==================== seq_accum_ctrl
Fig. 1: seq_accum_ctrl, routing congestion map
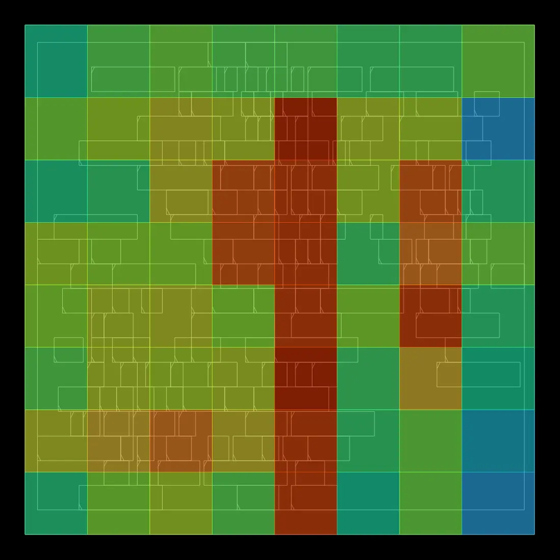

**src/rtl/seq_accum_ctrl_pkg.sv**
```systemverilog
// Shared definitions for the sequence accumulator controller and its datapath.
package seq_accum_ctrl_pkg;

  // Default datapath and length-field widths.
  localparam int WIDTH_DEF = 8;
  localparam int CNT_W_DEF = 4;

  // Controller state encoding.
  localparam logic [1:0] ST_IDLE  = 2'd0;
  localparam logic [1:0] ST_CLEAR = 2'd1;
  localparam logic [1:0] ST_ACC   = 2'd2;
  localparam logic [1:0] ST_DONE  = 2'd3;

  typedef enum logic [1:0] {
    IDLE  = ST_IDLE,
    CLEAR = ST_CLEAR,
    ACC   = ST_ACC,
    DONE  = ST_DONE
  } state_t;

endpackage : seq_accum_ctrl_pkg

```
**src/rtl/seq_accum_dp.sv**
```systemverilog
// Accumulator datapath: WIDTH-bit adder feeding a register with synchronous
// clear and enable. carry is the carry-out of the addition that would be
// committed by en this cycle.
module seq_accum_dp
  import seq_accum_ctrl_pkg::*;
#(
  parameter int WIDTH = WIDTH_DEF
) (
  input  logic             CLK,
  input  logic             RST,
  input  logic             clr,
  input  logic             en,
  input  logic [WIDTH-1:0] d,
  output logic [WIDTH-1:0] acc,
  output logic             carry
);

  logic [WIDTH:0] sum_ext;

  // One extra bit so the carry-out falls out of the same adder.
  assign sum_ext = {1'b0, acc} + {1'b0, d};
  assign carry   = sum_ext[WIDTH];

  // Accumulator register; clear wins over enable.
  // NOTE: sequential state is written with <= only, so every register in the
  // block samples the values from before the edge regardless of statement order.
  always_ff @(posedge CLK or negedge RST) begin
    if (!RST) begin
      acc <= '0;
    end else if (clr) begin
      acc <= '0;
    end else if (en) begin
      acc <= sum_ext[WIDTH-1:0];
    end
  end

endmodule : seq_accum_dp

```
**src/rtl/seq_accum_ctrl.sv**
```systemverilog
// Sequencing controller for the 8-bit sequence adder/accumulator. Takes a job
// of len operands, clears the accumulator, accepts operands over a
// valid/ready handshake, then presents the sum with a sticky overflow flag
// until the consumer acknowledges it.
module seq_accum_ctrl
  import seq_accum_ctrl_pkg::*;
#(
  parameter int WIDTH = WIDTH_DEF,
  parameter int CNT_W = CNT_W_DEF
) (
  input  logic             CLK,
  input  logic             RST,
  input  logic             start,
  input  logic [CNT_W-1:0] len,
  input  logic             abort,
  input  logic             in_valid,
  input  logic [WIDTH-1:0] in_data,
  output logic             in_ready,
  output logic [WIDTH-1:0] result,
  output logic             overflow,
  output logic             result_valid,
  input  logic             result_ack,
  output logic             busy
);

  state_t           state;
  logic [CNT_W-1:0] cnt;
  logic             ovf;

  logic             handshake;
  logic             dp_clr;
  logic             dp_en;
  logic [WIDTH-1:0] acc;
  logic             carry;

  // in_ready is a registered copy of "state == ACC", so the handshake never
  // depends combinationally on in_valid feeding back into in_ready.
  assign handshake = in_valid & in_ready;

  // Clear on entry to a job: in CLEAR, or straight from IDLE for a zero-length
  // job that jumps directly to DONE.
  assign dp_clr = (state == CLEAR) ||
                  ((state == IDLE) && start && (len == '0));

  // abort beats a simultaneous handshake: the offered operand is dropped.
  assign dp_en  = (state == ACC) && handshake && !abort;

  seq_accum_dp #(
    .WIDTH (WIDTH)
  ) u_dp (
    .CLK   (CLK),
    .RST   (RST),
    .clr   (dp_clr),
    .en    (dp_en),
    .d     (in_data),
    .acc   (acc),
    .carry (carry)
  );

  // The accumulator register already holds still outside ACC, so it doubles as
  // the held result in DONE.
  assign result   = acc;
  assign overflow = ovf;

  // Job sequencing, remaining-operand count, sticky overflow and the
  // registered Moore outputs, all updated together on each edge.
  always_ff @(posedge CLK or negedge RST) begin
    if (!RST) begin
      state        <= IDLE;
      cnt          <= '0;
      ovf          <= 1'b0;
      in_ready     <= 1'b0;
      result_valid <= 1'b0;
      busy         <= 1'b0;
    end else begin
      case (state)
        IDLE: begin
          if (start) begin
            busy <= 1'b1;
            if (len != '0) begin
              cnt   <= len;
              state <= CLEAR;
            end else begin
              ovf          <= 1'b0;
              result_valid <= 1'b1;
              state        <= DONE;
            end
          end
        end

        CLEAR: begin
          ovf <= 1'b0;
          if (abort) begin
            busy  <= 1'b0;
            state <= IDLE;
          end else begin
            in_ready <= 1'b1;
            state    <= ACC;
          end
        end

        ACC: begin
          if (abort) begin
            in_ready <= 1'b0;
            busy     <= 1'b0;
            state    <= IDLE;
          end else if (handshake) begin
            ovf <= ovf | carry;
            cnt <= cnt - 1'b1;
            if (cnt == CNT_W'(1)) begin
              in_ready     <= 1'b0;
              result_valid <= 1'b1;
              state        <= DONE;
            end
          end
        end

        DONE: begin
          if (result_ack) begin
            result_valid <= 1'b0;
            busy         <= 1'b0;
            state        <= IDLE;
          end
        end

        default: begin
          in_ready     <= 1'b0;
          result_valid <= 1'b0;
          busy         <= 1'b0;
          state        <= IDLE;
        end
      endcase
    end
  end

endmodule : seq_accum_ctrl

```
**config.mk**
```make
export PLATFORM = sky130hd
export DESIGN_NAME = seq_accum_ctrl
export DESIGN_NICKNAME = d
export VERILOG_FILES = /design/src/rtl/seq_accum_ctrl_pkg.sv /design/src/rtl/seq_accum_dp.sv /design/src/rtl/seq_accum_ctrl.sv
export SDC_FILE = /design/constraint.sdc
export NUM_CORES = 1
export LEC_CHECK = 0
export CAP_MARGIN = 20
export CORE_UTILIZATION = 46
export DETAILED_ROUTE_END_ITERATION = 8
export DONT_BUFFER_PORTS = 1
export PLACE_DENSITY = 0.74
export SYNTH_ARGS = -nofsm -noshare
export SYNTH_HDL_FRONTEND = slang
export SYNTH_SLANG_ARGS = --single-unit
```
**constraint.sdc**
```tcl
create_clock -name CLK -period 2.1 [get_ports CLK]
set_input_delay 0.21 -clock CLK [delete_from_list [all_inputs] [get_ports CLK]]
set_output_delay 0.21 -clock CLK [all_outputs]
set_load 0.01 [all_outputs]
```
==================== gpio_bank
--- config.mk ---
export PLATFORM = sky130hd
export DESIGN_NAME = gpio_bank
export DESIGN_NICKNAME = d
export VERILOG_FILES = /design/src/rtl/gpio_bank.sv
export SDC_FILE = /design/constraint.sdc
export NUM_CORES = 1
export LEC_CHECK = 0
export CAP_MARGIN = 20
export CORE_MARGIN = 3
export CORE_UTILIZATION = 54
export DETAILED_ROUTE_END_ITERATION = 10
export PLACE_DENSITY = 0.79
export SLEW_MARGIN = 20
export SYNTH_ARGS = -nofsm -noshare
export SYNTH_HDL_FRONTEND = slang
export SYNTH_SLANG_ARGS = --single-unit
--- constraint.sdc ---
create_clock -name CLK -period 19.9 [get_ports CLK]
set_input_delay 4.975 -clock CLK [delete_from_list [all_inputs] [get_ports CLK]]
set_output_delay 4.975 -clock CLK [all_outputs]
set_load 0.05 [all_outputs]
--- src/rtl/gpio_bank.sv ---
// Multi-channel GPIO peripheral on the CPU I/O bus: per-channel data/direction registers,
// synchronised inputs, rising-edge interrupt status (W1C) and a combined IRQ line.
module gpio_bank #(
    parameter int unsigned NUM_CH    = 2,
    parameter int unsigned WIDTH     = 31,
    parameter int unsigned ADDR_BITS = 9,
    parameter int unsigned BASE_ADDR = 60
) (
    input  logic                      CLK,
    input  logic                      Reset,
    input  logic [ADDR_BITS-1:0]      AddressIO,
    input  logic                      WriteIO,
    input  logic [31:0]               WriteData,
    output logic [31:0]               ReadData,
    output logic                      Hit,
    input  logic [NUM_CH*WIDTH-1:0]   GPIO_In,
    output logic [NUM_CH*WIDTH-1:0]   GPIO_Out,
    output logic [NUM_CH*WIDTH-1:0]   GPIO_OE,
    output logic                      IRQ
);

    localparam int unsigned CH_W = ADDR_BITS - 3;

    localparam logic [2:0] OFF_DATA_OUT   = 3'd0;
    localparam logic [2:0] OFF_DIR        = 3'd1;
    localparam logic [2:0] OFF_DATA_IN    = 3'd2;
    localparam logic [2:0] OFF_IRQ_EN     = 3'd3;
    localparam logic [2:0] OFF_IRQ_STATUS = 3'd4;

    logic [WIDTH-1:0] data_out   [NUM_CH];
    logic [WIDTH-1:0] dir        [NUM_CH];
    logic [WIDTH-1:0] irq_en     [NUM_CH];
    logic [WIDTH-1:0] irq_status [NUM_CH];
    logic [WIDTH-1:0] s1         [NUM_CH];
    logic [WIDTH-1:0] s2         [NUM_CH];
    logic [WIDTH-1:0] prev       [NUM_CH];

    logic [ADDR_BITS-1:0] rel;
    logic [CH_W-1:0]      rel_ch;
    logic [2:0]           off;
    logic                 in_range;
    logic [NUM_CH-1:0]    sel;
    logic [WIDTH-1:0]     wdata;
    logic [WIDTH-1:0]     rd_c;
    logic                 irq_c;
    logic                 unused_wdata;

    generate
        if (WIDTH < 32) begin : g_drop
            assign unused_wdata = ^WriteData[31:WIDTH];
        end else begin : g_full
            assign unused_wdata = 1'b0;
        end
    endgenerate

    // Address decode: channel in the upper bits above BASE_ADDR, register offset in the low 3
    always_comb begin
        rel      = AddressIO - ADDR_BITS'(BASE_ADDR);
        rel_ch   = rel[ADDR_BITS-1:3];
        off      = rel[2:0];
        in_range = (AddressIO >= ADDR_BITS'(BASE_ADDR)) &&
                   (rel_ch < CH_W'(NUM_CH)) &&
                   (off <= OFF_IRQ_STATUS);
        wdata    = WriteData[WIDTH-1:0];
        sel      = '0;
        for (int c = 0; c < NUM_CH; c++) begin
            sel[c] = in_range && (rel_ch == CH_W'(c));
        end
    end

    // Read mux and combined interrupt, both registered below
    always_comb begin
        rd_c  = '0;
        irq_c = 1'b0;
        for (int c = 0; c < NUM_CH; c++) begin
            if (sel[c]) begin
                case (off)
                    OFF_DATA_OUT:   rd_c = data_out[c];
                    OFF_DIR:        rd_c = dir[c];
                    OFF_DATA_IN:    rd_c = s2[c];
                    OFF_IRQ_EN:     rd_c = irq_en[c];
                    OFF_IRQ_STATUS: rd_c = irq_status[c];
                    default:        rd_c = '0;
                endcase
            end
            irq_c = irq_c | (|(irq_status[c] & irq_en[c]));
        end
    end

    always_comb begin
        GPIO_Out = '0;
        GPIO_OE  = '0;
        for (int c = 0; c < NUM_CH; c++) begin
            GPIO_Out[c*WIDTH +: WIDTH] = data_out[c];
            GPIO_OE[c*WIDTH +: WIDTH]  = dir[c];
        end
    end

    always_ff @(posedge CLK or posedge Reset) begin
        if (Reset) begin
            for (int c = 0; c < NUM_CH; c++) begin
                data_out[c]   <= '0;
                dir[c]        <= '0;
                irq_en[c]     <= '0;
                irq_status[c] <= '0;
                s1[c]         <= '0;
                s2[c]         <= '0;
                prev[c]       <= '0;
            end
            ReadData <= '0;
            Hit      <= 1'b0;
            IRQ      <= 1'b0;
        end else begin
            for (int c = 0; c < NUM_CH; c++) begin
                s1[c]   <= GPIO_In[c*WIDTH +: WIDTH];
                s2[c]   <= s1[c];
                prev[c] <= s2[c];
                // A new enabled rise overrides a simultaneous W1C of the same bit
                if (WriteIO && sel[c] && (off == OFF_IRQ_STATUS)) begin
                    irq_status[c] <= (irq_status[c] & ~wdata) | (s2[c] & ~prev[c] & irq_en[c]);
                end else begin
                    irq_status[c] <= irq_status[c] | (s2[c] & ~prev[c] & irq_en[c]);
                end
                if (WriteIO && sel[c]) begin
                    case (off)
                        OFF_DATA_OUT: data_out[c] <= wdata;
                        OFF_DIR:      dir[c]      <= wdata;
                        OFF_IRQ_EN:   irq_en[c]   <= wdata;
                        default:      ;
                    endcase
                end
            end
            ReadData <= 32'(rd_c);
            Hit      <= in_range;
            IRQ      <= irq_c;
        end
    end

endmodule

Fig. 2: gpio_bank, routing congestion map
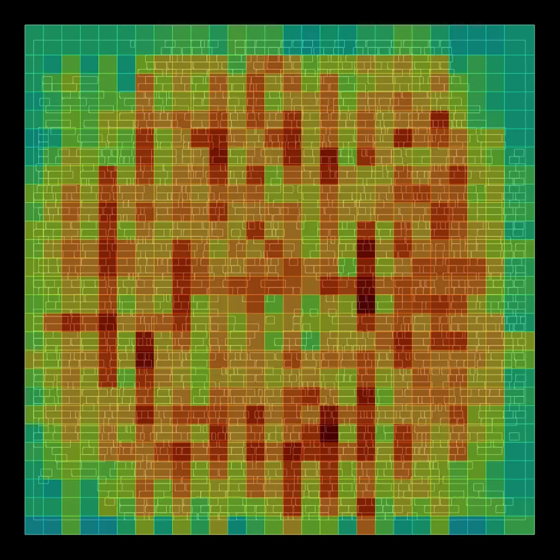
routed length per placed instance: 26.5 µm
global-route usage over all layers: 29.4%
met2 capacity usage during global routing: 47.1%

==> impl_metrics.toml, gpio_bank <==
# implementation run metrics
[floorplan]
design.core.area_um2 = 33000
die_area_um2 = 36300

[power]
power.net_switching_mw = 0.470
top_power_group = "registers"
powerDensity_nw_per_um2 = 88.6

[timing]
final.setup_skew_ps = 9.88
final_min_period_over_clock_period_pct = 42.0
setup_viol = 0
achievable-frequency_mhz = 120

[logic_synthesis]
simple_gate_area_share_pct = 3.23

[global_routing]
grt_util_met3_pct = 4.30

[place]
place_worst_setup_slack_ps = 11130

[outcome]
outcome = "completed"

[worst_hold_path]
hold_end = "s2[2]"

[clock_network]
cts_hold_buffers = 0
cts_setup_buffers = 0
gpio_bank: cell usage after synthesis (all sizes together):
master,n,share of area (%)
o211ai,2,0.11
ha,1,0.068
clkbuf,50,1.0
o31ai,62,2.5
a2bb2oi,62,2.9
or4,1,0.041
and4b,1,0.054
mux2,247,15
conb,1,0.020
nor2,4,0.082
or2,2,0.068
nor4b,1,0.082
nand4b,1,0.048
o21bai,1,0.061
nand4,5,0.17
a31oi,2,0.15
inv,2,0.041
and2,2,0.068
nor3b,2,0.14
o22ai,31,1.1
nand2,93,1.9
mux2i,1,0.054
a221oi,15,0.71
dfrtp,467,63
a22oi,62,2.5
buf,42,1.5
nand3b,2,0.082
o21ai,61,1.7
nand3,3,0.082
a22o,76,3.6
nor3,7,0.42
o2111ai,1,0.14
gpio_bank: per-stage QoR:
stage / utilization (%) / cells
after CTS: 69.4 / 2028
after detailed placement: 64.6 / 1942
after global routing: 69.5 / 2030
after floorplan: - / 1310
after global placement: 64.6 / 1942
final: 69.5 / 2030
gpio_bank: registers in the layout (all words and copies together) (netlist names):
signal	cells
GPIO_OE	62
IRQ	1
prev	62
s2	62
ReadData	31
irq_status	62
s1	62
Hit	1
GPIO_Out	62
irq_en	62
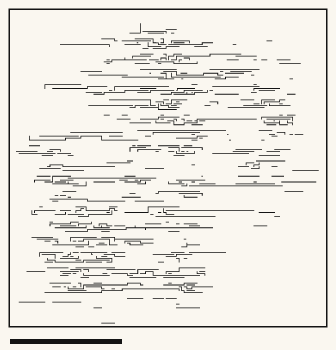
Fig. 3. Metal 1 (seq_accum_ctrl).
The bar under the picture is 20 µm long.
nets with wire on the layer: 169
wire length on this layer: 1,230 µm
share of all routed wire: 42%
longest straight run: 16.6 µm

Notes on Fig. 1 above:
global-route usage over all layers: 19.5%
met3 usage: 3.00%
routed length per placed instance: 15.9 µm

==> impl_metrics.toml, seq_accum_ctrl <==
# implementation run metrics
[outcome]
outcome = "completed"

[timing]
final.setup_skew_ps = 7.44
timing.final.crit_period_ps = 1950
report.final.slew_viol_count = 0

[floorplan]
die_area_um2 = 3170
design.core.area_um2 = 2780

[layout]
ff_count = 18
num-fill-cells = 247
area_share_nonclk_buffers_pct = 3.69

[logic_synthesis]
netlist_instances = 143
synthFlopType = "sky130_fd_sc_hd__dfrtp_1"
synth-xor-area-share_pct = 2.58
ys_sh_adder_pct = 15.3
post_synth_edffs = 0
async_reset_ff_share_pct = 100

[critical_path]
setup.worst_path.class = "reg2reg"

[power]
comb_power_mw = 1.10

[flow_run]
tool_warnings = 31

[place]
dp_hpwl_mm = 2.30
-- seq_accum_ctrl: cells in the mapped netlist (3+ instances only) --
| cell type | count |
|---|---|
| sky130_fd_sc_hd__a211oi_1 | 3 |
| sky130_fd_sc_hd__a21oi_1 | 11 |
| sky130_fd_sc_hd__a22o_1 | 6 |
| sky130_fd_sc_hd__dfrtp_1 | 18 |
| sky130_fd_sc_hd__ha_1 | 15 |
| sky130_fd_sc_hd__inv_1 | 10 |
| sky130_fd_sc_hd__nand2_1 | 5 |
| sky130_fd_sc_hd__nand3_1 | 3 |
| sky130_fd_sc_hd__nor2_1 | 12 |
| sky130_fd_sc_hd__nor2b_1 | 3 |
| sky130_fd_sc_hd__nor3_1 | 6 |
| sky130_fd_sc_hd__nor4_1 | 3 |
| sky130_fd_sc_hd__o21ai_0 | 12 |
| sky130_fd_sc_hd__xnor2_1 | 3 |
-- seq_accum_ctrl: metal layers --
layer  wire (µm)  up-vias
li1            -      546
met2        1540       24
met3         129        5
met4          30        0
met1        1230      542
met5           0        -
-- seq_accum_ctrl: cells by family after synthesis --
kind of cell    Yosys count
flops                    18
simple gates             42
compound gates           49
xor+xnor                  4
mux                       3
buf+inv                  11
fa+ha+maj                16


==> layout pictures side by side <==
M2 wires.
Plate I
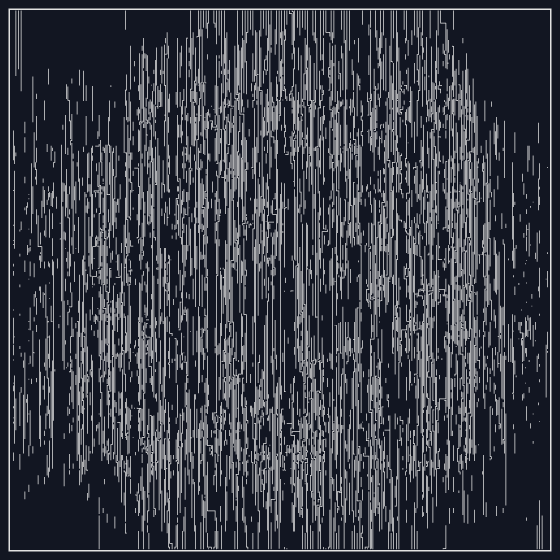
Plate II
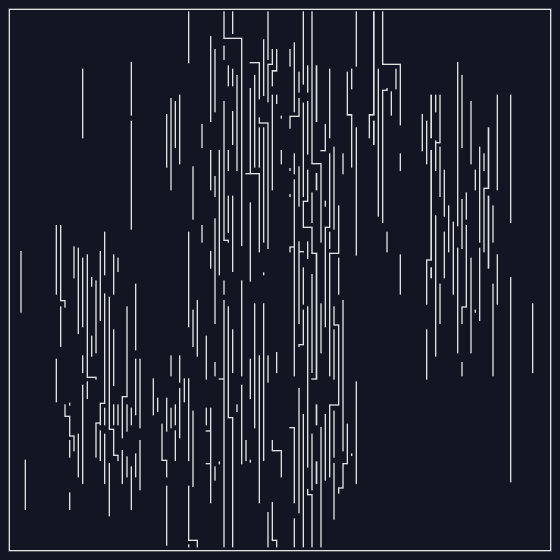
Plate I: gpio_bank
Plate II: seq_accum_ctrl

Key to Plate II:
longest straight run: 25.7 µm
main direction: vertical
share of all routed wire: 53%

